# mul_16

mul_16, clock nets:
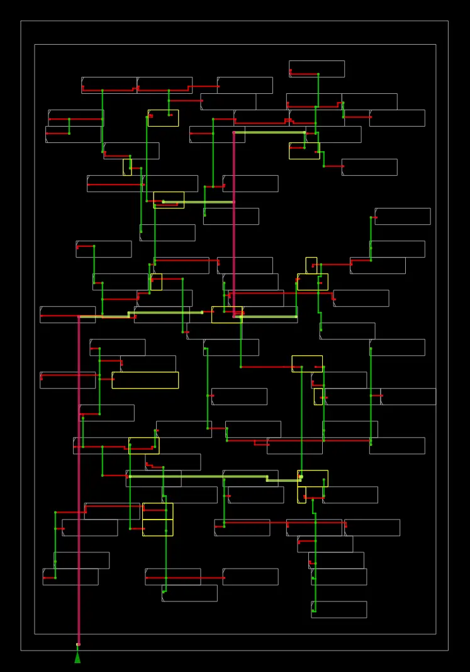

===== src/rtl/mul_16_defs.v =====
`ifndef MUL_16_DEFS_V
`define MUL_16_DEFS_V

// Shared constants for mul_16 and anything that decodes its state.
// State encodings (2-bit binary).
`define MUL16_IDLE  2'd0
`define MUL16_RUN   2'd1
`define MUL16_DONE  2'd2

// Number of shift-and-add iterations, and the counter value of the last one.
`define MUL16_ITERS 16
`define MUL16_LAST  15

`endif


===== src/rtl/mul_16_pkg.sv =====
// mul_16_pkg
//   Shared types and constants for the sequential shift-and-add multiplier.
//   The numeric values come from mul_16_defs.v so that code still using the
//   `define names stays bit-compatible with the typed enum below.
`timescale 1ns/1ps

`include "mul_16_defs.v"

package mul_16_pkg;

  // Controller states.
  typedef enum logic [1:0] {
    st_idle = `MUL16_IDLE,
    st_run  = `MUL16_RUN,
    st_done = `MUL16_DONE
  } state_t;

  // Iteration bookkeeping: ITERS updates, counter runs 0..LAST_ITER.
  localparam int ITERS     = `MUL16_ITERS;
  localparam int LAST_ITER = `MUL16_LAST;

endpackage


===== src/rtl/add_16.sv =====
// add_16
//   Combinational ripple-carry adder. The carry out of the top bit is not
//   produced: the sum wraps modulo 2^WIDTH.
//
//   Ports:
//     x    in  WIDTH  first addend
//     y    in  WIDTH  second addend
//     sum  out WIDTH  (x + y) mod 2^WIDTH
`timescale 1ns/1ps

module add_16 #(
  parameter int WIDTH = 16
) (
  input  logic [WIDTH-1:0] x,
  input  logic [WIDTH-1:0] y,
  output logic [WIDTH-1:0] sum
);

  // carry[i] is the carry into bit i; the carry out of the MSB is never
  // built because nothing downstream uses it.
  logic [WIDTH-1:0] carry;

  assign carry[0] = 1'b0;

  generate
    for (genvar gi = 0; gi < WIDTH; gi++) begin : g_bit
      assign sum[gi] = x[gi] ^ y[gi] ^ carry[gi];
      if (gi < WIDTH - 1) begin : g_carry
        assign carry[gi+1] = (x[gi] & y[gi]) | (carry[gi] & (x[gi] ^ y[gi]));
      end
    end
  endgenerate

endmodule


===== src/rtl/mul_16.sv =====
// mul_16
//   Sequential unsigned shift-and-add multiplier returning the low WIDTH bits
//   of a*b. One add_16 accumulates a gated, left-shifting multiplicand over a
//   fixed 16 iterations; latency from accepted start to done is 17 cycles.
//
//   Ports:
//     clk      in   1      rising-edge clock
//     reset    in   1      asynchronous active-high reset
//     start    in   1      request, only looked at while idle
//     a        in   WIDTH  multiplicand, captured on accepted start
//     b        in   WIDTH  multiplier, captured on accepted start
//     busy     out  1      high while iterating
//     done     out  1      one-cycle pulse, product valid from this cycle
//     product  out  WIDTH  low bits of a*b, held until the next result
`timescale 1ns/1ps

module mul_16
  import mul_16_pkg::*;
#(
  parameter int WIDTH = 16,
  parameter int CNT_W = 5
) (
  input  logic             clk,
  input  logic             reset,
  input  logic             start,
  input  logic [WIDTH-1:0] a,
  input  logic [WIDTH-1:0] b,
  output logic             busy,
  output logic             done,
  output logic [WIDTH-1:0] product
);

  // The counter must be able to hold the last iteration index, and the
  // iteration count is tied to the operand width.
  generate
    if ((ITERS != WIDTH) || ((1 << CNT_W) <= ITERS)) begin : g_bad_cfg
      $error("mul_16: WIDTH must equal the iteration count and 2^CNT_W must exceed it");
    end
  endgenerate

  localparam logic [CNT_W-1:0] LAST_CNT = CNT_W'(LAST_ITER);

  state_t           state_reg, state_next;
  logic             busy_reg, busy_next;
  logic             done_reg, done_next;
  logic [WIDTH-1:0] acc_reg;
  logic [WIDTH-1:0] mcand_reg;
  logic [WIDTH-1:0] mplier_reg;
  logic [WIDTH-1:0] product_reg;
  logic [CNT_W-1:0] cnt_reg;

  logic [WIDTH-1:0] addend;
  logic [WIDTH-1:0] sum;
  logic             last_iter;

  // ---------------------------------------------------------------------
  // Datapath helpers
  // ---------------------------------------------------------------------
  // Only add the shifted multiplicand when the current multiplier bit is set.
  assign addend    = mplier_reg[0] ? mcand_reg : '0;
  assign last_iter = (cnt_reg == LAST_CNT);

  add_16 #(
    .WIDTH (WIDTH)
  ) u_add (
    .x   (acc_reg),
    .y   (addend),
    .sum (sum)
  );

  // ---------------------------------------------------------------------
  // FSM: state register
  // ---------------------------------------------------------------------
  always_ff @(posedge clk or posedge reset) begin
    if (reset) begin
      state_reg <= st_idle;
    end else begin
      state_reg <= state_next;
    end
  end

  // ---------------------------------------------------------------------
  // FSM: next-state logic
  // ---------------------------------------------------------------------
  always_comb begin
    state_next = state_reg;
    unique case (state_reg)
      st_idle: begin
        if (start) begin
          state_next = st_run;
        end
      end
      st_run: begin
        // No early exit on a zero multiplier: latency is always fixed.
        if (last_iter) begin
          state_next = st_done;
        end
      end
      st_done: begin
        state_next = st_idle;
      end
      default: begin
        state_next = st_idle;
      end
    endcase
  end

  // ---------------------------------------------------------------------
  // FSM: output logic
  // ---------------------------------------------------------------------
  // Decoded from the next state and registered below, so busy/done line up
  // with the state they describe and never depend combinationally on inputs.
  always_comb begin
    busy_next = 1'b0;
    done_next = 1'b0;
    unique case (state_next)
      st_run:  busy_next = 1'b1;
      st_done: done_next = 1'b1;
      default: begin
        busy_next = 1'b0;
        done_next = 1'b0;
      end
    endcase
  end

  always_ff @(posedge clk or posedge reset) begin
    if (reset) begin
      busy_reg <= 1'b0;
      done_reg <= 1'b0;
    end else begin
      busy_reg <= busy_next;
      done_reg <= done_next;
    end
  end

  // ---------------------------------------------------------------------
  // Datapath registers
  // ---------------------------------------------------------------------
  always_ff @(posedge clk or posedge reset) begin
    if (reset) begin
      acc_reg     <= '0;
      mcand_reg   <= '0;
      mplier_reg  <= '0;
      cnt_reg     <= '0;
      product_reg <= '0;
    end else begin
      unique case (state_reg)
        st_idle: begin
          if (start) begin
            mcand_reg  <= a;
            mplier_reg <= b;
            acc_reg    <= '0;
            cnt_reg    <= '0;
          end
        end
        st_run: begin
          acc_reg    <= sum;
          // Bits shifted past the MSB cannot affect the low WIDTH product bits.
          mcand_reg  <= mcand_reg << 1;
          mplier_reg <= mplier_reg >> 1;
          cnt_reg    <= cnt_reg + CNT_W'(1);
          // Publish the final sum on the same edge that enters DONE, so the
          // product is valid alongside the done pulse.
          if (last_iter) begin
            product_reg <= sum;
          end
        end
        default: begin
          // DONE: nothing to update; product is already in place.
        end
      endcase
    end
  end

  assign busy    = busy_reg;
  assign done    = done_reg;
  assign product = product_reg;

endmodule


===== config.mk =====
export PLATFORM = sky130hd
export DESIGN_NAME = mul_16
export DESIGN_NICKNAME = d
export VERILOG_FILES = /design/src/rtl/mul_16_pkg.sv /design/src/rtl/add_16.sv /design/src/rtl/mul_16.sv
export VERILOG_INCLUDE_DIRS = /design/src /design/src/rtl
export SDC_FILE = /design/constraint.sdc
export NUM_CORES = 1
export LEC_CHECK = 0
export CAP_MARGIN = 20
export CORE_ASPECT_RATIO = 1.5
export CORE_MARGIN = 2
export CORE_UTILIZATION = 50
export CTS_CLUSTER_SIZE = 14
export DETAILED_ROUTE_END_ITERATION = 7
export MAX_ROUTING_LAYER = met4
export PLACE_DENSITY = 0.75
export REMOVE_ABC_BUFFERS = 1
export SLEW_MARGIN = 20
export SYNTH_ARGS = -nofsm -noshare
export SYNTH_HDL_FRONTEND = slang
export SYNTH_SLANG_ARGS = --single-unit

===== constraint.sdc =====
create_clock -name clk -period 15.9 [get_ports clk]
set_input_delay 2.385 -clock clk [delete_from_list [all_inputs] [get_ports clk]]
set_output_delay 2.385 -clock clk [all_outputs]
set_load 0.1 [all_outputs]

# run_detector

**config.mk**
```make
export PLATFORM = sky130hd
export DESIGN_NAME = run_detector
export DESIGN_NICKNAME = d
export VERILOG_FILES = /design/src/rtl/run_detector.sv
export SDC_FILE = /design/constraint.sdc
export NUM_CORES = 1
export LEC_CHECK = 0
export ABC_CLOCK_PERIOD_IN_PS = 1970
export CAP_MARGIN = 20
export CORE_MARGIN = 2
export CORE_UTILIZATION = 43
export CTS_CLUSTER_DIAMETER = 40
export DETAILED_ROUTE_END_ITERATION = 12
export GPL_TIMING_DRIVEN = 0
export PLACE_DENSITY = 0.82
export SYNTH_ARGS = -nofsm -noshare
export SYNTH_HDL_FRONTEND = slang
export SYNTH_SLANG_ARGS = --single-unit
```
**constraint.sdc**
```tcl
create_clock -name clk -period 1.97 [get_ports clk]
set_input_delay 0.394 -clock clk [delete_from_list [all_inputs] [get_ports clk]]
set_output_delay 0.394 -clock clk [all_outputs]
set_load 0.005 [all_outputs]
```
**src/rtl/run_detector.sv**
```systemverilog
// -----------------------------------------------------------------------------
// run_detector
// Serial run-of-ones detector. Counts consecutive sampled 1s on x_in and
// flags a hit when the run reaches RUN_LEN. MODE selects the detect output
// behaviour:
//   0 = level (high for as long as the run is at or past RUN_LEN)
//   1 = single pulse (high only on the sample that reaches RUN_LEN)
//   2 = repeating pulse (non-overlapping restart, one hit per RUN_LEN ones)
//
// Ports
//   clk       : clock, all state changes on rising edge
//   rstn      : asynchronous active-low reset
//   en        : sample enable, x_in consumed only when high
//   clr       : synchronous clear, priority over en and x_in
//   x_in      : serial data bit
//   y_out     : detect output, registered, decoded from the FSM state
//   state     : current FSM state (00 idle, 01 run, 10 hit, 11 long)
//   run_len   : current count of consecutive sampled 1s (saturating)
//   match_cnt : number of hits since reset or clr (wraps modulo 2^MW)
//   match_ovf : sticky flag, set when match_cnt wraps
// -----------------------------------------------------------------------------
module run_detector #(
    parameter int RUN_LEN = 3,
    parameter int CW      = 4,
    parameter int MW      = 8,
    parameter int MODE    = 0
) (
    input  logic          clk,
    input  logic          rstn,
    input  logic          en,
    input  logic          clr,
    input  logic          x_in,
    output logic          y_out,
    output logic [1:0]    state,
    output logic [CW-1:0] run_len,
    output logic [MW-1:0] match_cnt,
    output logic          match_ovf
);

    typedef enum logic [1:0] {
        S_IDLE = 2'b00,
        S_RUN  = 2'b01,
        S_HIT  = 2'b10,
        S_LONG = 2'b11
    } state_t;

    localparam logic [CW-1:0] RL_MAX = {CW{1'b1}};
    localparam logic [CW-1:0] RL_TGT = CW'(RUN_LEN);
    localparam logic [CW-1:0] RL_ONE = {{(CW-1){1'b0}}, 1'b1};
    localparam logic [MW-1:0] MC_MAX = {MW{1'b1}};
    localparam logic [MW-1:0] MC_ONE = {{(MW-1){1'b0}}, 1'b1};

    state_t        r_state;
    logic [CW-1:0] r_run_len;
    logic [MW-1:0] r_match_cnt;
    logic          r_match_ovf;
    logic          r_y_out;

    state_t        w_state_nxt;
    logic [CW-1:0] w_run_nxt;
    logic [CW-1:0] w_run_inc;
    logic [MW-1:0] w_cnt_nxt;
    logic          w_ovf_nxt;
    logic          w_y_nxt;

    // Detect output as a pure function of a state value; y_out is the
    // registered copy of this decode applied to the next state, so it always
    // matches the state register and never sees x_in combinationally.
    function automatic logic decode_y(input state_t s);
        logic y;
        case (s)
            S_HIT:   y = 1'b1;
            S_LONG:  y = (MODE == 0) ? 1'b1 : 1'b0;
            default: y = 1'b0;
        endcase
        return y;
    endfunction

    // Next-state, run-length and match-counter logic.
    always_comb begin
        w_state_nxt = r_state;
        w_run_nxt   = r_run_len;
        w_cnt_nxt   = r_match_cnt;
        w_ovf_nxt   = r_match_ovf;
        w_run_inc   = (r_run_len == RL_MAX) ? RL_MAX : (r_run_len + RL_ONE);

        if (clr) begin
            w_state_nxt = S_IDLE;
            w_run_nxt   = {CW{1'b0}};
            w_cnt_nxt   = {MW{1'b0}};
            w_ovf_nxt   = 1'b0;
        end else if (en) begin
            if (!x_in) begin
                w_state_nxt = S_IDLE;
                w_run_nxt   = {CW{1'b0}};
            end else if ((MODE == 2) && (r_state == S_HIT)) begin
                // Non-overlapping restart: this 1 is the first of the next run.
                w_state_nxt = S_RUN;
                w_run_nxt   = RL_ONE;
            end else begin
                w_run_nxt = w_run_inc;
                case (r_state)
                    S_HIT, S_LONG: w_state_nxt = S_LONG;
                    default: begin
                        if (w_run_inc == RL_TGT) begin
                            w_state_nxt = S_HIT;
                        end else if (w_run_inc < RL_TGT) begin
                            w_state_nxt = S_RUN;
                        end else begin
                            w_state_nxt = S_LONG;
                        end
                    end
                endcase
            end

            // S_HIT never loops on itself, so entering it is exactly one hit.
            if (w_state_nxt == S_HIT) begin
                w_cnt_nxt = r_match_cnt + MC_ONE;
                w_ovf_nxt = (r_match_cnt == MC_MAX) ? 1'b1 : r_match_ovf;
            end else begin
                w_cnt_nxt = r_match_cnt;
                w_ovf_nxt = r_match_ovf;
            end
        end else begin
            w_state_nxt = r_state;
            w_run_nxt   = r_run_len;
        end

        w_y_nxt = decode_y(w_state_nxt);
    end

    // State, counters and registered detect output.
    always_ff @(posedge clk or negedge rstn) begin
        if (!rstn) begin
            r_state     <= S_IDLE;
            r_run_len   <= {CW{1'b0}};
            r_match_cnt <= {MW{1'b0}};
            r_match_ovf <= 1'b0;
            r_y_out     <= 1'b0;
        end else begin
            r_state     <= w_state_nxt;
            r_run_len   <= w_run_nxt;
            r_match_cnt <= w_cnt_nxt;
            r_match_ovf <= w_ovf_nxt;
            r_y_out     <= w_y_nxt;
        end
    end

    assign y_out     = r_y_out;
    assign state     = r_state;
    assign run_len   = r_run_len;
    assign match_cnt = r_match_cnt;
    assign match_ovf = r_match_ovf;

endmodule

```
# shift_seq

--- src/rtl/shift_seq.sv ---
// rtl/shift_seq.sv - multi-cycle shift sequencer, 2 bits per clock plus an optional final 1-bit step
//
// Purpose: shift-by-N for the SimpleProcessor datapath without a combinational
// barrel shifter. The operand is shifted in place in o_data, two bits per
// clock, with a single 1-bit step at the end when the amount is odd.
//
// Ports:
//   i_clk        clock, rising edge
//   i_clr_       synchronous active-low reset
//   i_start      start request, sampled only in IDLE
//   i_data       operand, captured on the start edge
//   i_amt        shift amount, captured on the start edge
//   i_leftRight  0 = left, 1 = right, captured on the start edge
//   i_mode       00 logical, 01 arithmetic, 10 rotate, 11 logical
//   o_data       working/result register
//   o_carry      last bit shifted out (or wrapped, for rotate)
//   o_busy       high while shifting
//   o_done       one-cycle completion pulse
module shift_seq #(
  parameter int nobit = 32,
  parameter int amtw  = 5
) (
  input  logic             i_clk,
  input  logic             i_clr_,
  input  logic             i_start,
  input  logic [nobit-1:0] i_data,
  input  logic [amtw-1:0]  i_amt,
  input  logic             i_leftRight,
  input  logic [1:0]       i_mode,
  output logic [nobit-1:0] o_data,
  output logic             o_carry,
  output logic             o_busy,
  output logic             o_done
);

  typedef enum logic [1:0] {IDLE, SHIFT2, SHIFT1, DONE} state_t;

  state_t           state, state_nxt;
  logic [amtw-1:0]  count, count_nxt;
  logic [amtw-1:0]  rem2;
  logic             right_q, right_nxt;
  logic [1:0]       mode_q, mode_nxt;
  logic [nobit-1:0] data_nxt;
  logic             carry_nxt;

  logic             rot, arith;
  logic [1:0]       fill_l2, fill_r2;
  logic             fill_l1, fill_r1;
  logic [nobit-1:0] shl2, shr2, shl1, shr1;

  // Candidate step results from the latched direction/mode. Mode 11 falls
  // through to logical because neither rot nor arith is set.
  always_comb begin
    rot     = (mode_q == 2'b10);
    arith   = (mode_q == 2'b01);
    // Left rotate: bit nobit-1 leaves first, so it lands in bit 1.
    fill_l2 = rot ? o_data[nobit-1:nobit-2] : 2'b00;
    fill_r2 = rot ? o_data[1:0] : (arith ? {2{o_data[nobit-1]}} : 2'b00);
    fill_l1 = rot & o_data[nobit-1];
    fill_r1 = rot ? o_data[0] : (arith & o_data[nobit-1]);
    shl2    = {o_data[nobit-3:0], fill_l2};
    shr2    = {fill_r2, o_data[nobit-1:2]};
    shl1    = {o_data[nobit-2:0], fill_l1};
    shr1    = {fill_r1, o_data[nobit-1:1]};
  end

  always_comb begin
    state_nxt = state;
    count_nxt = count;
    data_nxt  = o_data;
    carry_nxt = o_carry;
    right_nxt = right_q;
    mode_nxt  = mode_q;
    rem2      = count - amtw'(2);
    case (state)
      IDLE: begin
        if (i_start) begin
          data_nxt  = i_data;
          count_nxt = i_amt;
          carry_nxt = 1'b0;
          right_nxt = i_leftRight;
          mode_nxt  = i_mode;
          if (i_amt == '0)
            state_nxt = DONE;
          else if (i_amt == amtw'(1))
            state_nxt = SHIFT1;
          else
            state_nxt = SHIFT2;
        end
      end
      SHIFT2: begin
        data_nxt  = right_q ? shr2 : shl2;
        // Of the two bits leaving, the carry keeps the one that leaves last.
        carry_nxt = right_q ? o_data[1] : o_data[nobit-2];
        count_nxt = rem2;
        if (rem2 == '0)
          state_nxt = DONE;
        else if (rem2 == amtw'(1))
          state_nxt = SHIFT1;
      end
      SHIFT1: begin
        data_nxt  = right_q ? shr1 : shl1;
        carry_nxt = right_q ? o_data[0] : o_data[nobit-1];
        count_nxt = '0;
        state_nxt = DONE;
      end
      DONE: begin
        state_nxt = IDLE;
      end
      default: begin
        state_nxt = IDLE;
      end
    endcase
  end

  always_ff @(posedge i_clk) begin
    if (!i_clr_) begin
      state   <= IDLE;
      count   <= '0;
      o_data  <= '0;
      o_carry <= 1'b0;
      right_q <= 1'b0;
      mode_q  <= 2'b00;
    end else begin
      state   <= state_nxt;
      count   <= count_nxt;
      o_data  <= data_nxt;
      o_carry <= carry_nxt;
      right_q <= right_nxt;
      mode_q  <= mode_nxt;
    end
  end

  assign o_busy = (state == SHIFT2) || (state == SHIFT1);
  assign o_done = (state == DONE);

endmodule
--- config.mk ---
export PLATFORM = sky130hd
export DESIGN_NAME = shift_seq
export DESIGN_NICKNAME = d
export VERILOG_FILES = /design/src/rtl/shift_seq.sv
export SDC_FILE = /design/constraint.sdc
export NUM_CORES = 1
export LEC_CHECK = 0
export CAP_MARGIN = 20
export CORE_MARGIN = 2
export CORE_UTILIZATION = 44
export CTS_BUF_LIST = sky130_fd_sc_hd__clkbuf_8 sky130_fd_sc_hd__clkbuf_16
export DETAILED_ROUTE_END_ITERATION = 7
export MAX_ROUTING_LAYER = met4
export PLACE_DENSITY_LB_ADDON = 0.2
export SLEW_MARGIN = 10
export SYNTH_ARGS = -nofsm -noshare
export SYNTH_HDL_FRONTEND = slang
export SYNTH_SLANG_ARGS = --single-unit
--- constraint.sdc ---
create_clock -name i_clk -period 1.7 [get_ports i_clk]
set_clock_uncertainty 0.05 [all_clocks]
set_input_delay 0.255 -clock i_clk [delete_from_list [all_inputs] [get_ports i_clk]]
set_output_delay 0.255 -clock i_clk [all_outputs]
set_load 0.1 [all_outputs]
# instr_stream_encoder_flat

## src/rtl/instr_stream_encoder_if.sv

```systemverilog
// Command handshake and instruction-memory write bus for instr_stream_encoder.
// The slave side is the encoder; the master side issues commands and observes writes.
interface instr_stream_encoder_if;
    logic        cmd_valid;
    logic        cmd_ready;
    logic [3:0]  cmd_kind;
    logic [4:0]  cmd_rd;
    logic [4:0]  cmd_rs1;
    logic [4:0]  cmd_rs2;
    logic [31:0] cmd_imm;
    logic        imem_we;
    logic [31:0] imem_addr;
    logic [31:0] imem_wdata;

    modport slave (
        input  cmd_valid, cmd_kind, cmd_rd, cmd_rs1, cmd_rs2, cmd_imm,
        output cmd_ready, imem_we, imem_addr, imem_wdata
    );

    modport master (
        output cmd_valid, cmd_kind, cmd_rd, cmd_rs1, cmd_rs2, cmd_imm,
        input  cmd_ready, imem_we, imem_addr, imem_wdata
    );
endinterface

```

## src/rtl/instr_stream_encoder.sv

```systemverilog
// Encodes symbolic RV64I/Zba commands into 32-bit words and writes them to
// consecutive imem slots, one command every two cycles, until DEPTH words are written.
module instr_stream_encoder #(
    parameter logic [31:0] BASE_ADDR = 32'h0000_0000,
    parameter int          DEPTH     = 64,
    parameter int          CNT_W     = 7
) (
    input  logic                 clk,
    input  logic                 reset,
    input  logic                 clear,
    instr_stream_encoder_if.slave bus,
    output logic [CNT_W-1:0]     count,
    output logic                 full,
    output logic                 err,
    output logic [1:0]           err_code
);

    typedef enum logic [1:0] {
        IDLE = 2'd0,
        EMIT = 2'd1,
        FULL = 2'd2
    } state_t;

    state_t            state_q, state_d;
    logic [3:0]        kind_q, kind_d;
    logic [4:0]        rd_q, rd_d;
    logic [4:0]        rs1_q, rs1_d;
    logic [4:0]        rs2_q, rs2_d;
    logic [31:0]       imm_q, imm_d;
    logic [31:0]       ptr_q, ptr_d;
    logic [31:0]       addr_q, addr_d;
    logic [31:0]       wdata_q, wdata_d;
    logic [CNT_W-1:0]  count_q, count_d;
    logic              err_q, err_d;
    logic [1:0]        err_code_q, err_code_d;

    logic [31:0]       enc;
    logic [1:0]        rej;
    logic [6:0]        r_f7;
    logic [2:0]        r_f3;
    logic              i_ok, b_ok, j_ok;
    logic              do_write;

    // Encoder over the latched command; rej is 0 for a legal command, else the rejection code.
    always_comb begin
        enc  = '0;
        rej  = 2'd0;
        r_f7 = 7'b0000000;
        r_f3 = 3'b000;
        i_ok = (imm_q == {{20{imm_q[11]}}, imm_q[11:0]});
        b_ok = (imm_q == {{19{imm_q[12]}}, imm_q[12:0]});
        j_ok = (imm_q == {{11{imm_q[20]}}, imm_q[20:0]});
        case (kind_q)
            4'd0: begin
                enc = {imm_q[11:0], rs1_q, 3'b011, rd_q, 7'b0000011};
                if (!i_ok) rej = 2'd2;
            end
            4'd1: begin
                enc = {imm_q[11:5], rs2_q, rs1_q, 3'b011, imm_q[4:0], 7'b0100011};
                if (!i_ok) rej = 2'd2;
            end
            4'd2, 4'd3, 4'd4, 4'd5, 4'd6, 4'd7, 4'd8: begin
                case (kind_q)
                    4'd3:    begin r_f7 = 7'b0100000; r_f3 = 3'b000; end
                    4'd4:    begin r_f7 = 7'b0000000; r_f3 = 3'b111; end
                    4'd5:    begin r_f7 = 7'b0000000; r_f3 = 3'b110; end
                    4'd6:    begin r_f7 = 7'b0010000; r_f3 = 3'b010; end
                    4'd7:    begin r_f7 = 7'b0010000; r_f3 = 3'b100; end
                    4'd8:    begin r_f7 = 7'b0010000; r_f3 = 3'b110; end
                    default: begin r_f7 = 7'b0000000; r_f3 = 3'b000; end
                endcase
                enc = {r_f7, rs2_q, rs1_q, r_f3, rd_q, 7'b0110011};
            end
            4'd9: begin
                enc = {imm_q[11:0], rs1_q, 3'b000, rd_q, 7'b0010011};
                if (!i_ok) rej = 2'd2;
            end
            4'd10: begin
                enc = {imm_q[12], imm_q[10:5], rs2_q, rs1_q, 3'b000,
                       imm_q[4:1], imm_q[11], 7'b1100011};
                if (imm_q[0])  rej = 2'd3;
                else if (!b_ok) rej = 2'd2;
            end
            4'd11: begin
                enc = {imm_q[20], imm_q[10:1], imm_q[11], imm_q[19:12], rd_q, 7'b1101111};
                if (imm_q[0])  rej = 2'd3;
                else if (!j_ok) rej = 2'd2;
            end
            default: rej = 2'd1;
        endcase
    end

    // A clear in the EMIT cycle suppresses the strobe combinationally.
    assign do_write       = (state_q == EMIT) && (rej == 2'd0) && !clear;
    assign bus.cmd_ready  = (state_q == IDLE);
    assign bus.imem_we    = do_write;
    assign bus.imem_addr  = do_write ? ptr_q : addr_q;
    assign bus.imem_wdata = do_write ? enc : wdata_q;
    assign count          = count_q;
    assign full           = (count_q == CNT_W'(DEPTH));
    assign err            = err_q;
    assign err_code       = err_code_q;

    always_comb begin
        state_d    = state_q;
        kind_d     = kind_q;
        rd_d       = rd_q;
        rs1_d      = rs1_q;
        rs2_d      = rs2_q;
        imm_d      = imm_q;
        ptr_d      = ptr_q;
        addr_d     = addr_q;
        wdata_d    = wdata_q;
        count_d    = count_q;
        err_d      = err_q;
        err_code_d = err_code_q;
        if (clear) begin
            state_d    = IDLE;
            ptr_d      = BASE_ADDR;
            count_d    = '0;
            err_d      = 1'b0;
            err_code_d = 2'd0;
        end else begin
            case (state_q)
                IDLE: begin
                    if (bus.cmd_valid) begin
                        kind_d  = bus.cmd_kind;
                        rd_d    = bus.cmd_rd;
                        rs1_d   = bus.cmd_rs1;
                        rs2_d   = bus.cmd_rs2;
                        imm_d   = bus.cmd_imm;
                        state_d = EMIT;
                    end
                end
                EMIT: begin
                    if (rej == 2'd0) begin
                        addr_d  = ptr_q;
                        wdata_d = enc;
                        ptr_d   = ptr_q + 32'd4;
                        count_d = count_q + CNT_W'(1);
                        state_d = (count_q + CNT_W'(1) == CNT_W'(DEPTH)) ? FULL : IDLE;
                    end else begin
                        err_d      = 1'b1;
                        err_code_d = rej;
                        state_d    = IDLE;
                    end
                end
                FULL:    state_d = FULL;
                default: state_d = IDLE;
            endcase
        end
    end

    always_ff @(posedge clk or posedge reset) begin
        if (reset) begin
            state_q    <= IDLE;
            kind_q     <= '0;
            rd_q       <= '0;
            rs1_q      <= '0;
            rs2_q      <= '0;
            imm_q      <= '0;
            ptr_q      <= BASE_ADDR;
            addr_q     <= BASE_ADDR;
            wdata_q    <= '0;
            count_q    <= '0;
            err_q      <= 1'b0;
            err_code_q <= 2'd0;
        end else begin
            state_q    <= state_d;
            kind_q     <= kind_d;
            rd_q       <= rd_d;
            rs1_q      <= rs1_d;
            rs2_q      <= rs2_d;
            imm_q      <= imm_d;
            ptr_q      <= ptr_d;
            addr_q     <= addr_d;
            wdata_q    <= wdata_d;
            count_q    <= count_d;
            err_q      <= err_d;
            err_code_q <= err_code_d;
        end
    end

endmodule
```

## src/flat_wrapper.sv

```systemverilog
// flat-port wrapper written by rule: the top's interface ports become plain ports
module instr_stream_encoder_flat 
#(
    parameter logic [31:0] BASE_ADDR = 32'h0000_0000,
    parameter int          DEPTH     = 64,
    parameter int          CNT_W     = 7
)
  (clk, reset, clear, count, full, err, err_code, bus_cmd_valid, bus_cmd_kind, bus_cmd_rd, bus_cmd_rs1, bus_cmd_rs2, bus_cmd_imm, bus_cmd_ready, bus_imem_we, bus_imem_addr, bus_imem_wdata);
  instr_stream_encoder_if bus_i ();
  input  logic clk;
  input  logic reset;
  input  logic clear;
  output logic [CNT_W-1:0] count;
  output logic full;
  output logic err;
  output logic [1:0] err_code;
  input wire logic [$bits(bus_i.cmd_valid)-1:0] bus_cmd_valid;
  input wire logic [$bits(bus_i.cmd_kind)-1:0] bus_cmd_kind;
  input wire logic [$bits(bus_i.cmd_rd)-1:0] bus_cmd_rd;
  input wire logic [$bits(bus_i.cmd_rs1)-1:0] bus_cmd_rs1;
  input wire logic [$bits(bus_i.cmd_rs2)-1:0] bus_cmd_rs2;
  input wire logic [$bits(bus_i.cmd_imm)-1:0] bus_cmd_imm;
  output wire logic [$bits(bus_i.cmd_ready)-1:0] bus_cmd_ready;
  output wire logic [$bits(bus_i.imem_we)-1:0] bus_imem_we;
  output wire logic [$bits(bus_i.imem_addr)-1:0] bus_imem_addr;
  output wire logic [$bits(bus_i.imem_wdata)-1:0] bus_imem_wdata;
  assign bus_i.cmd_valid = bus_cmd_valid;
  assign bus_i.cmd_kind = bus_cmd_kind;
  assign bus_i.cmd_rd = bus_cmd_rd;
  assign bus_i.cmd_rs1 = bus_cmd_rs1;
  assign bus_i.cmd_rs2 = bus_cmd_rs2;
  assign bus_i.cmd_imm = bus_cmd_imm;
  assign bus_cmd_ready = bus_i.cmd_ready;
  assign bus_imem_we = bus_i.imem_we;
  assign bus_imem_addr = bus_i.imem_addr;
  assign bus_imem_wdata = bus_i.imem_wdata;
  instr_stream_encoder #(.BASE_ADDR(BASE_ADDR), .DEPTH(DEPTH), .CNT_W(CNT_W)) u_core (.clk(clk), .reset(reset), .clear(clear), .bus(bus_i), .count(count), .full(full), .err(err), .err_code(err_code));
endmodule
```

## config.mk

```make
export PLATFORM = sky130hd
export DESIGN_NAME = instr_stream_encoder_flat
export DESIGN_NICKNAME = d
export VERILOG_FILES = /design/src/rtl/instr_stream_encoder_if.sv /design/src/rtl/instr_stream_encoder.sv /design/src/flat_wrapper.sv
export SDC_FILE = /design/constraint.sdc
export NUM_CORES = 1
export LEC_CHECK = 0
export CAP_MARGIN = 20
export CELL_PAD_IN_SITES_DETAIL_PLACEMENT = 1
export CELL_PAD_IN_SITES_GLOBAL_PLACEMENT = 2
export CORE_MARGIN = 2
export CORE_UTILIZATION = 37
export CTS_CLUSTER_DIAMETER = 200
export DETAILED_ROUTE_END_ITERATION = 12
export GPL_TIMING_DRIVEN = 0
export PLACE_DENSITY_LB_ADDON = 0.1
export SYNTH_ARGS = -nofsm -noshare
export SYNTH_HDL_FRONTEND = slang
export SYNTH_SLANG_ARGS = --single-unit
export TNS_END_PERCENT = 5
```

## constraint.sdc

```tcl
create_clock -name clk -period 10.1 [get_ports clk]
set_clock_uncertainty 0.1 [all_clocks]
set_input_delay 2.525 -clock clk [delete_from_list [all_inputs] [get_ports clk]]
set_output_delay 2.525 -clock clk [all_outputs]
set_load 0.005 [all_outputs]
```

shift_seq, clock distribution:
Scale bar: 20 um.
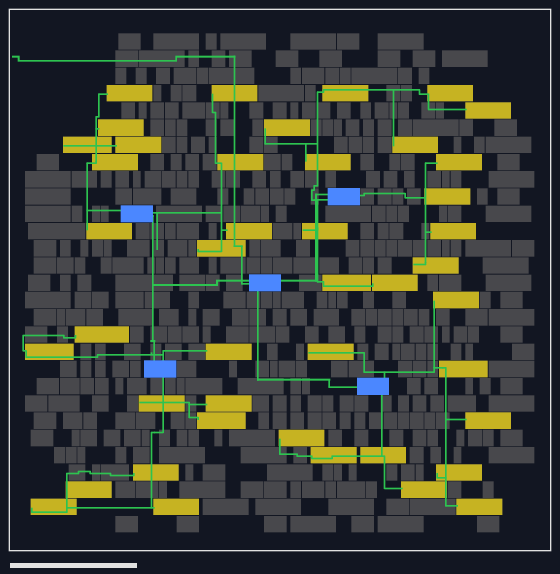
legend:
  yellow:
    item: flip-flops
    count: 43
  green:
    item: clock wires
    length: 635 um
  blue:
    item: clock-net drivers
    count: 5
flops lie: spread over the die

==> job_summary.md, shift_seq <==
## Implementation flow summary

| Metric | Value |
|---|---|
| Status | finished, violations left |
| Failing checks | negative setup slack |
| Worst Setup Start Kind | flop |
| Sequential share of power | 21.2% |
| Placer Congestion | 0.916 |
| Final setup fails | 1 |
| Max-area cell share | 29.7% |
| Worst Path Arrival | 1.86 ns |
| Seq group | 2.00 mW |
| Avg Inst Size Synth | 7.16 um^2 |
| DRC viols | 0 |
| Power Clock | 667 uW |
| Post-synth net total | 453 |
| Largest net degree at the start of global routing | 43 |
| Final min period | 1.71 ns |
| Clock Power Share | 7.1% |
| Comb. pwr | 6.77 mW |
| Antenna diodes | 0 |
| Number of fill cells in the layout | 514 |
| H-tree depth | 2 |
| Critical path class | reg2reg |
| Xor/xnor share | 0.604% |
| Final WS setup | -0.0115 ns |
| Synth Instances | 405 |
| First-pass GRT wire length | 14600 um |
| Least-Margin Pin Slew | 0.536 ns |
| R2R Setup Slk | -0.01 ns |
| CTS tree | done |
| Post-CTS Hold Fix Bufs | 0 |
| Post-Layout Cell Count | 563 |
| Met2 wire length | 4380 um |
| Met3 routed WL | 497 um |
| Most numerous logic cell after layout | o21ai_0 |
| Critical path depth | 6 |
| Dpl ws | -0.204 ns |
| Die ar. | 7260 um^2 |
| Post CTS Setup Buffer Count | 0 |
| RSZ-0062 raised after global routing | yes |
| Crit-path cells | inv_4 -> ha_4 -> or4b_4 -> or3b_1 -> nand4_1 -> a21oi_1 |
## shift_seq: Yosys cell counts (all sizes together) (2+ instances only)
master	n
and2	28
mux2i	5
a211oi	4
and3	26
dfxtp	43
a2bb2oi	2
nand3	6
o221ai	2
nand4	2
nand2	10
nor3	33
nor2	35
o211ai	2
nor2b	31
buf	14
nand2b	3
a221oi	3
o22ai	2
nor4	26
clkbuf	21
a31oi	2
o21ai	62
inv	10
nor4b	2
a21oi	12
ha	5
## shift_seq: tightest hold or removal path, stage by stage, from the launching register on
cell	delay, ns
dfxtp_1	0.33
nand2_1	0.06
a21oi_1	0.05
## shift_seq: cell families after synthesis
family | Yosys count
compound gates | 99
flops | 43
buf+inv | 45
simple gates | 206
xor+xnor | 2
fa+ha+maj | 5
mux | 5
## shift_seq: area by class of cell
class	instances	area (um^2)	area share [%]
repair buffers	108	1420	32.0
clock inverters	3	15.0	0.339
flip-flops and latches	43	872	19.7
clock buffers	5	68.8	1.55
well taps	77	96.3	2.17
inverters	10	40.0	0.903
multi-input cells	317	1920	43.4
## shift_seq: sequential cells by signal (all words and copies together), names as in the netlist
signal / cells
right_q: 1
mode_q: 2
o_data: 32
count: 5
state: 2
o_carry: 1
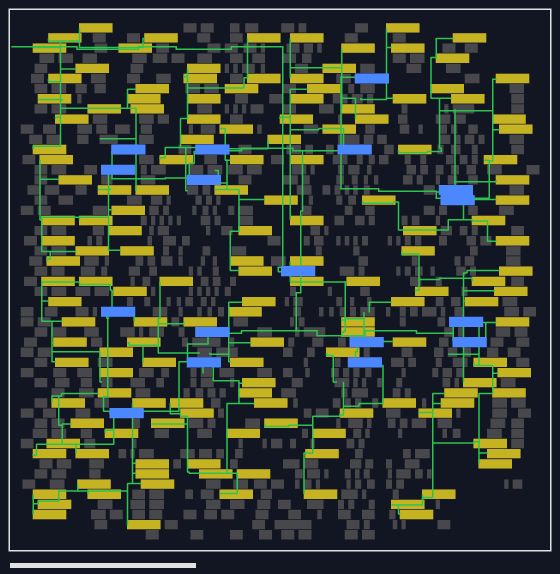
instr_stream_encoder_flat: clock distribution
Scale bar: 50 um.
legend:
  yellow:
    item: flip-flops
    count: 153
  blue:
    item: clock-net drivers
    count: 17
  green:
    item: clock wires
    length: 2070 um
flops lie: spread over the die
Power Clock: 630 uW
clk ins delay skew pair: 0.43 ns

==> job_summary.md, instr_stream_encoder_flat <==
## Implementation flow summary

| Metric | Value |
|---|---|
| Status | finished clean |
| Slowest cell on the critical path | nor3_4 |
| Post-CTS Hold Fix Bufs | 0 |
| Worst-path clk slew | 0.06 ns |
| Vias per cell | 5.38 |
| Leading cell type by number of instances after synthesis | dfrtp_1 |
| Min-Delay Startpoint | u_core.wdata_q[1] |
| Xor/xnor share | 0.239% |
| CTS tree | done |
| Synth Area in Compound Gates | 9.65% |
| Crit-path cells | clkdlybuf4s50_1 -> nor3_4 -> buf_6 -> mux2_2 -> buf_4 -> clkdlybuf4s50_1 |
| Worst Hold Depth | 1 |
| Iter 0 DRT Violations | 241 |
| Number of fill cells in the layout | 2086 |
| Final min period | 7.47 ns |
| Design Area, Final | 9590 um^2 |
| Dpl ws | 2.57 ns |
| Hold worst-path end | u_core.wdata_q[1] |
| Vias in the first global route | 6292 |
| Yosys stat area | 7340 um^2 |
| HP Class | reg2reg |
| Fmax | 134 MHz |
| Vias | 5759 |
| Max-area cell share | 52.2% |
| All-layer global routing usage | 20.9% |
| Adder Area Share | 0.682% |
| Crit path max fanout | 10 |
| Reg2Reg Depth | 8 |
| Combinational share of power | 23.6% |
| Placer Congestion | 0.831 |
| Detail Route Antenna Nets | 0 |
| CP Capture Type | primary output |
| Reg area | 3830 um^2 |
| FP Core Util | 37.7% |
| Minimum hold slack | 0.374 ns |
| Post-DP HPWL | 14900 um |
| Post CTS Setup Buffer Count | 0 |
| Largest net degree at the start of global routing | 98 |
| Max VDD drop | 0.115 mV |
| Post-Route WL | 21000 um |
| RSZ-0062 raised after global routing | no |
| Switch share | 29.5% |
## instr_stream_encoder_flat: layout make-up
cell class	instances	area share [%]
clock inverter	14	1.55
sequential	153	39.9
clock buffer	18	4.58
multi-input combinational	435	33.8
tap	265	3.46
timing repair buffer	130	13.8
buffer	40	2.31
inverter	15	0.639
## instr_stream_encoder_flat: critical path, delay by kind of cell
kind | cells | cell delay (ns)
buf+inv | 4 | 1.33
simple gates | 1 | 0.60
mux | 1 | 0.38
## instr_stream_encoder_flat: metal layers
| layer | vias up | global-route usage [%] | wire [um] |
|---|---|---|---|
| li1 | 2657 | - | - |
| met1 | 2959 | 25.8 | 9080 |
| met2 | 120 | 37.0 | 10900 |
| met3 | 23 | 4.28 | 697 |
| met4 | 0 | 6.13 | 329 |
| met5 | - | 0 | 0 |
## instr_stream_encoder_flat: sequential cells by signal, indices dropped and copies added (netlist names)
register         flops
u_core.imm_q        32
u_core.addr_q       30
u_core.ptr_q        30
u_core.wdata_q      30
u_core.count         7
u_core.rd_q          5
u_core.rs1_q         5
u_core.rs2_q         5
u_core.kind_q        4
u_core.err_code      2
u_core.state_q       2
u_core.err           1
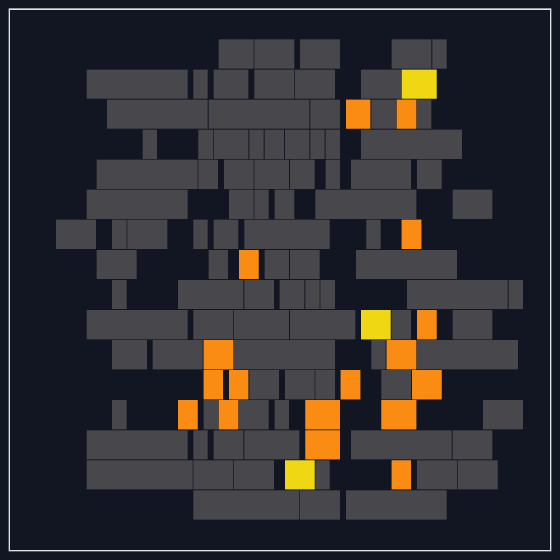
Run_detector: logic cells by family
legend:
  orange:
    family: aoi and oai cells
    cells: 17
  yellow:
    family: non-inverting ao/oa cells
    cells: 3

==> job_summary.md, run_detector <==
## Implementation flow summary

| Metric | Value |
|---|---|
| Clk ins delay skew pair | 0.29 ns |
| Row cnt | 16 |
| Critical path class | reg2reg |
| M2 GR Usage | 34.7% |
| Sw power | 154 uW |
| Hold worst-path end | run_len[3] |
| Worst Setup Start Kind | flop |
| CTS Root Buffer Type | clkbuf_4 |
| M1 WL | 875 um |
| Power per cell area | 539 nW/um^2 |
| Post-synth EDFFs | 0 |
| Status | finished clean |
| Most numerous logic cell after layout | clkdlybuf4s50_1 |
| Ports | 21 |
| Crit path max fanout | 6 |
| Avg Inst Size Synth | 9.84 um^2 |
| RSZ-0062 raised after global routing | yes |
| Reg2Reg Depth | 5 |
| Top cells, area | dfrtp_1 46%, nor2_1 5.6%, xnor2_1 5.1%, a21oi_1 4.0%, ha_1 2.9% |
| Vias per cell | 5.62 |
| Min-Delay Startpoint | clr |
| All-layer global routing usage | 20.3% |
| Clock network area share | 3.11% |
| Post-cts resize count | 2 |
| Port bufs | 18 |
run_detector: cell families after synthesis:
kind of cell | synth area share [%]
and+or+nand+nor | 22.7
AOI/OAI and AO/OA | 14.9
DFF | 46.2
buffers and inverters | 3.90
xor gates and xnor gates | 6.94
muxes | 2.46
adders and majority gates | 2.89
run_detector: state kept, by name, summed over array words and instances, names as in the netlist:
signal,flops
match_cnt,8
state,2
y_out,1
match_ovf,1
run_len,4
run_detector: through the flow:
| stage | setup slack, ns | cell area (um^2) | utilization (%) | hold WS [ns] | setup TNS [ns] |
|---|---|---|---|---|---|
| finish | 0.0152 | 1170 | 60.7 | 0.504 | 0 |
| global route | -0.0720 | 1170 | 60.7 | 0.543 | -0.166 |
| CTS | -0.0586 | 1160 | 60.4 | 0.513 | -0.0586 |
| detailed placement | -0.178 | 1090 | 56.9 | 0.499 | -0.431 |
| global placement | -0.138 | 1090 | 56.9 | 0.481 | -0.266 |
| floorplan | -0.0486 | 880 | - | 0.0984 | -0.0486 |
run_detector: critical path: stages, from the launching register on:
cell,delay [ns]
dfrtp_2,0.44
ha_4,0.26
or4b_4,0.51
nor4_4,0.17
nand4_1,0.15
mux2_4,0.32
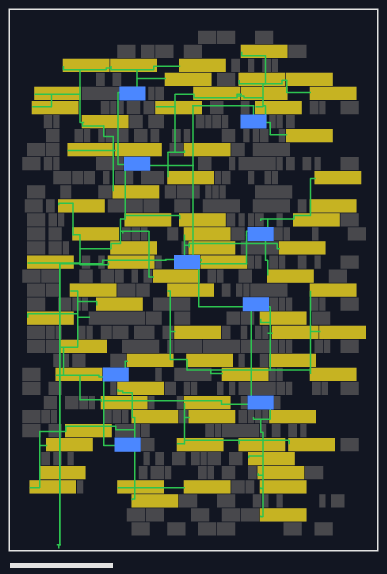
mul_16: clock distribution
Scale bar: 20 um.
legend:
  blue:
    item: clock-net drivers
    count: 9
  yellow:
    item: flip-flops
    count: 73
  green:
    item: clock wires
    length: 864 um
flops lie: spread over the die

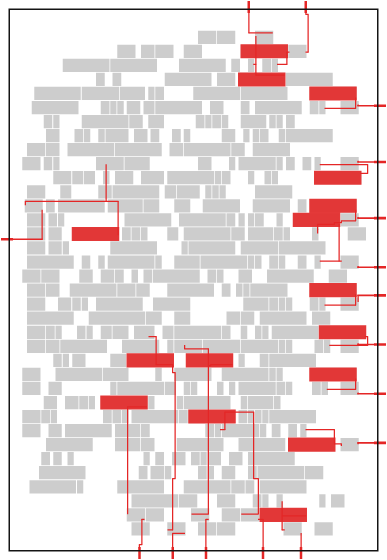
mul_16: wires at chosen ports, followed through buffers
legend:
  red:
    port: `product`
    bits: 16
    direction: output
    edge: 8 east, 5 south, 2 north, 1 west
    end_cells: 16
    wire: 369 um

About 'clock nets' of mul_16:
total CTS buffers: 9
flip-flops: 73
clk ins delay skew pair: 0.34 ns
Worst Skew: 0.00745 ns
Power Clock: 142 uW

==> job_summary.md, mul_16 <==
## Implementation flow summary

| Metric | Value |
|---|---|
| Worst path top cell family by delay | adder cells |
| WP buf/inv | 2 |
| Synth Seq Share | 54.2% |
| Dpl ws | 9.06 ns |
| Power per cell area | 199 nW/um^2 |
| DRC viols | 0 |
| Sw power | 366 uW |
| Synth-to-Final Area Change | 21.5% |
| CP max stage delay | 0.68 ns |
| Seq group | 311 uW |
| Max-area cell share | 54.2% |
| Core ar. | 6530 um^2 |
| Leakage dissipation | 1.72 nW |
| Synth Register Bits | 73 |
| Adder Area Share | 9.43% |
| Post CTS Setup Buffer Count | 0 |
| Basic Gates by Area | 11.0% |
| Row cnt | 36 |
| Synth Instances | 323 |
| Status | finished clean |
| CTS tree | done |
| RSZ-0062 raised after global routing | no |
| Die Wd | 71.0 um |
| Antenna violations before repair | 0 |
| Fin. max-slew vios | 0 |
| Max Cap Viol | 0 |
| Vias per cell | 5.52 |
| Final min period | 6.90 ns |
| Ports | 53 |
| Largest net degree at the start of global routing | 74 |
| Internal | 450 uW |
| CP Capture Type | flop |
| Cell Type Count | 30 |
| Min-Delay Startpoint | product[9] |
| Least-Margin Pin Slew | 1.07 ns |
-- mul_16: through the flow --
step           total power, mW  instances  utilization, %  hold slack (ns)
6_report                 0.816        448            62.7            0.477
5_1_grt                  0.869        448            62.7            0.507
4_1_cts                  0.822        448            62.7            0.486
3_5_place_dp             0.682        432            59.8            0.469
3_3_place_gp             0.667        432            59.8            0.460
2_1_floorplan            0.574        301               -            0.450
-- mul_16: final timing paths --
kind                               endpoint  slack, ns  depth (start not counted)
worst min-delay path             product[9]       0.48                          2
worst max register to register  product[14]       9.00                         19
max in group asynchronous        acc_reg[6]      12.65                          3
worst max-delay path            product[14]       9.00                         19
worst min register to register   product[9]       0.48                          2
min in group asynchronous       product[11]       2.62                          3
-- mul_16: area by class of cell --
cell class	count	area (um^2)
clock buffer	13	149
tap	76	95.1
multi-input combinational	209	1370
fill	547	2440
inverter	19	71.3
timing repair buffer	55	543
clock inverter	3	40.0
sequential	73	1830
-- mul_16: layer usage --
metal | GRT usage (%) | up-vias | routed length [um]
met3 | 4.53 | 15 | 253
met4 | 8.36 | 0 | 140
li1 | - | 1173 | -
met5 | - | - | 0
met1 | 27.1 | 1221 | 2990
met2 | 33.6 | 63 | 3560


==> screenshots <==
Wires at chosen ports, followed through buffers.
panel A
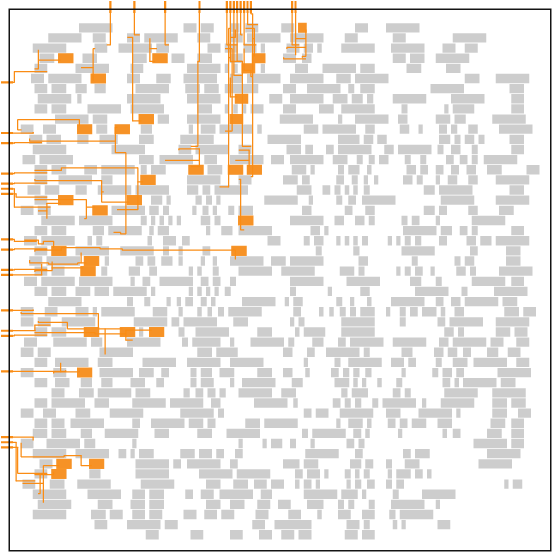
panel B
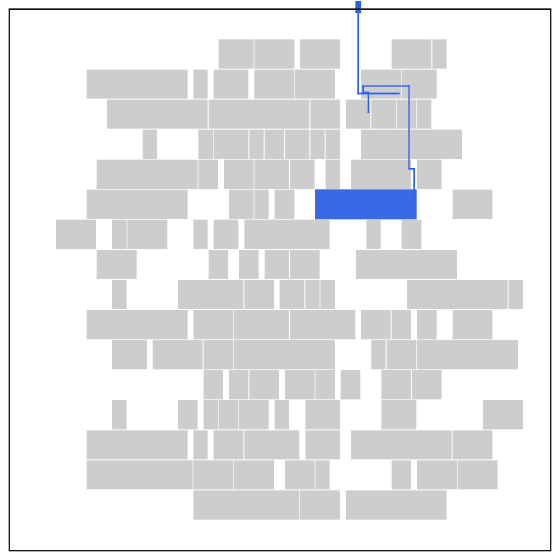
panel C
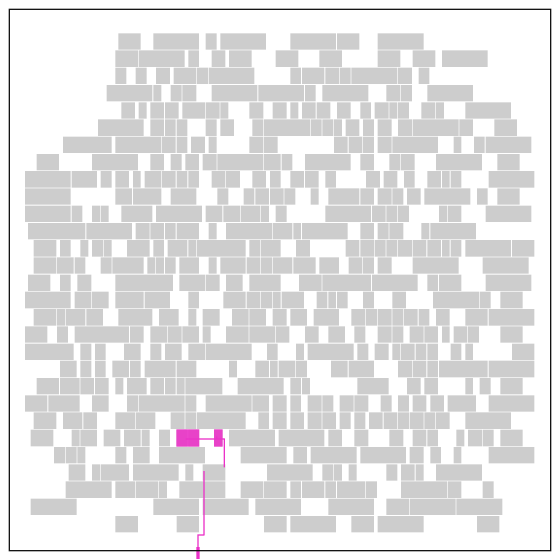
Panel B is run_detector.
Panel A is instr_stream_encoder_flat.
Panel C is shift_seq.

Key to panel C:
legend:
  magenta:
    port: `i_clr_`
    bits: 1
    direction: input
    edge: south
    end_cells: 3
    wire: 23.7 um


==> layout pictures side by side <==
Wiring by layer.
(a)
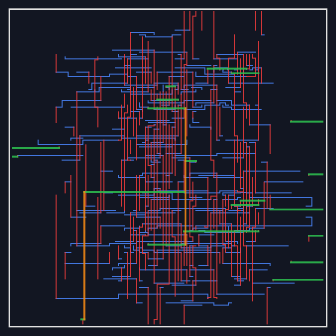
(b)
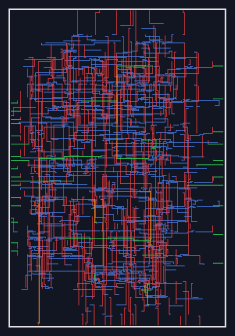
(c)
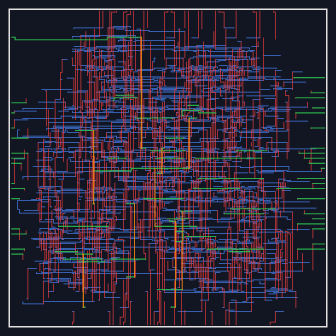
(d)
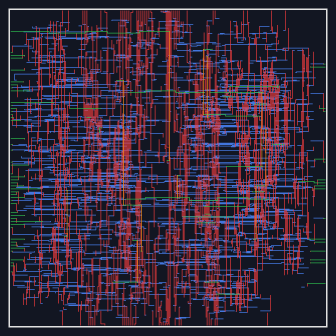
Of these, least wire: (a)
Of these, most wire: (d)
(a): run_detector
(c): shift_seq
(d): instr_stream_encoder_flat
(b): mul_16

No activity file was given, so power comes from the tool's default toggle rates.
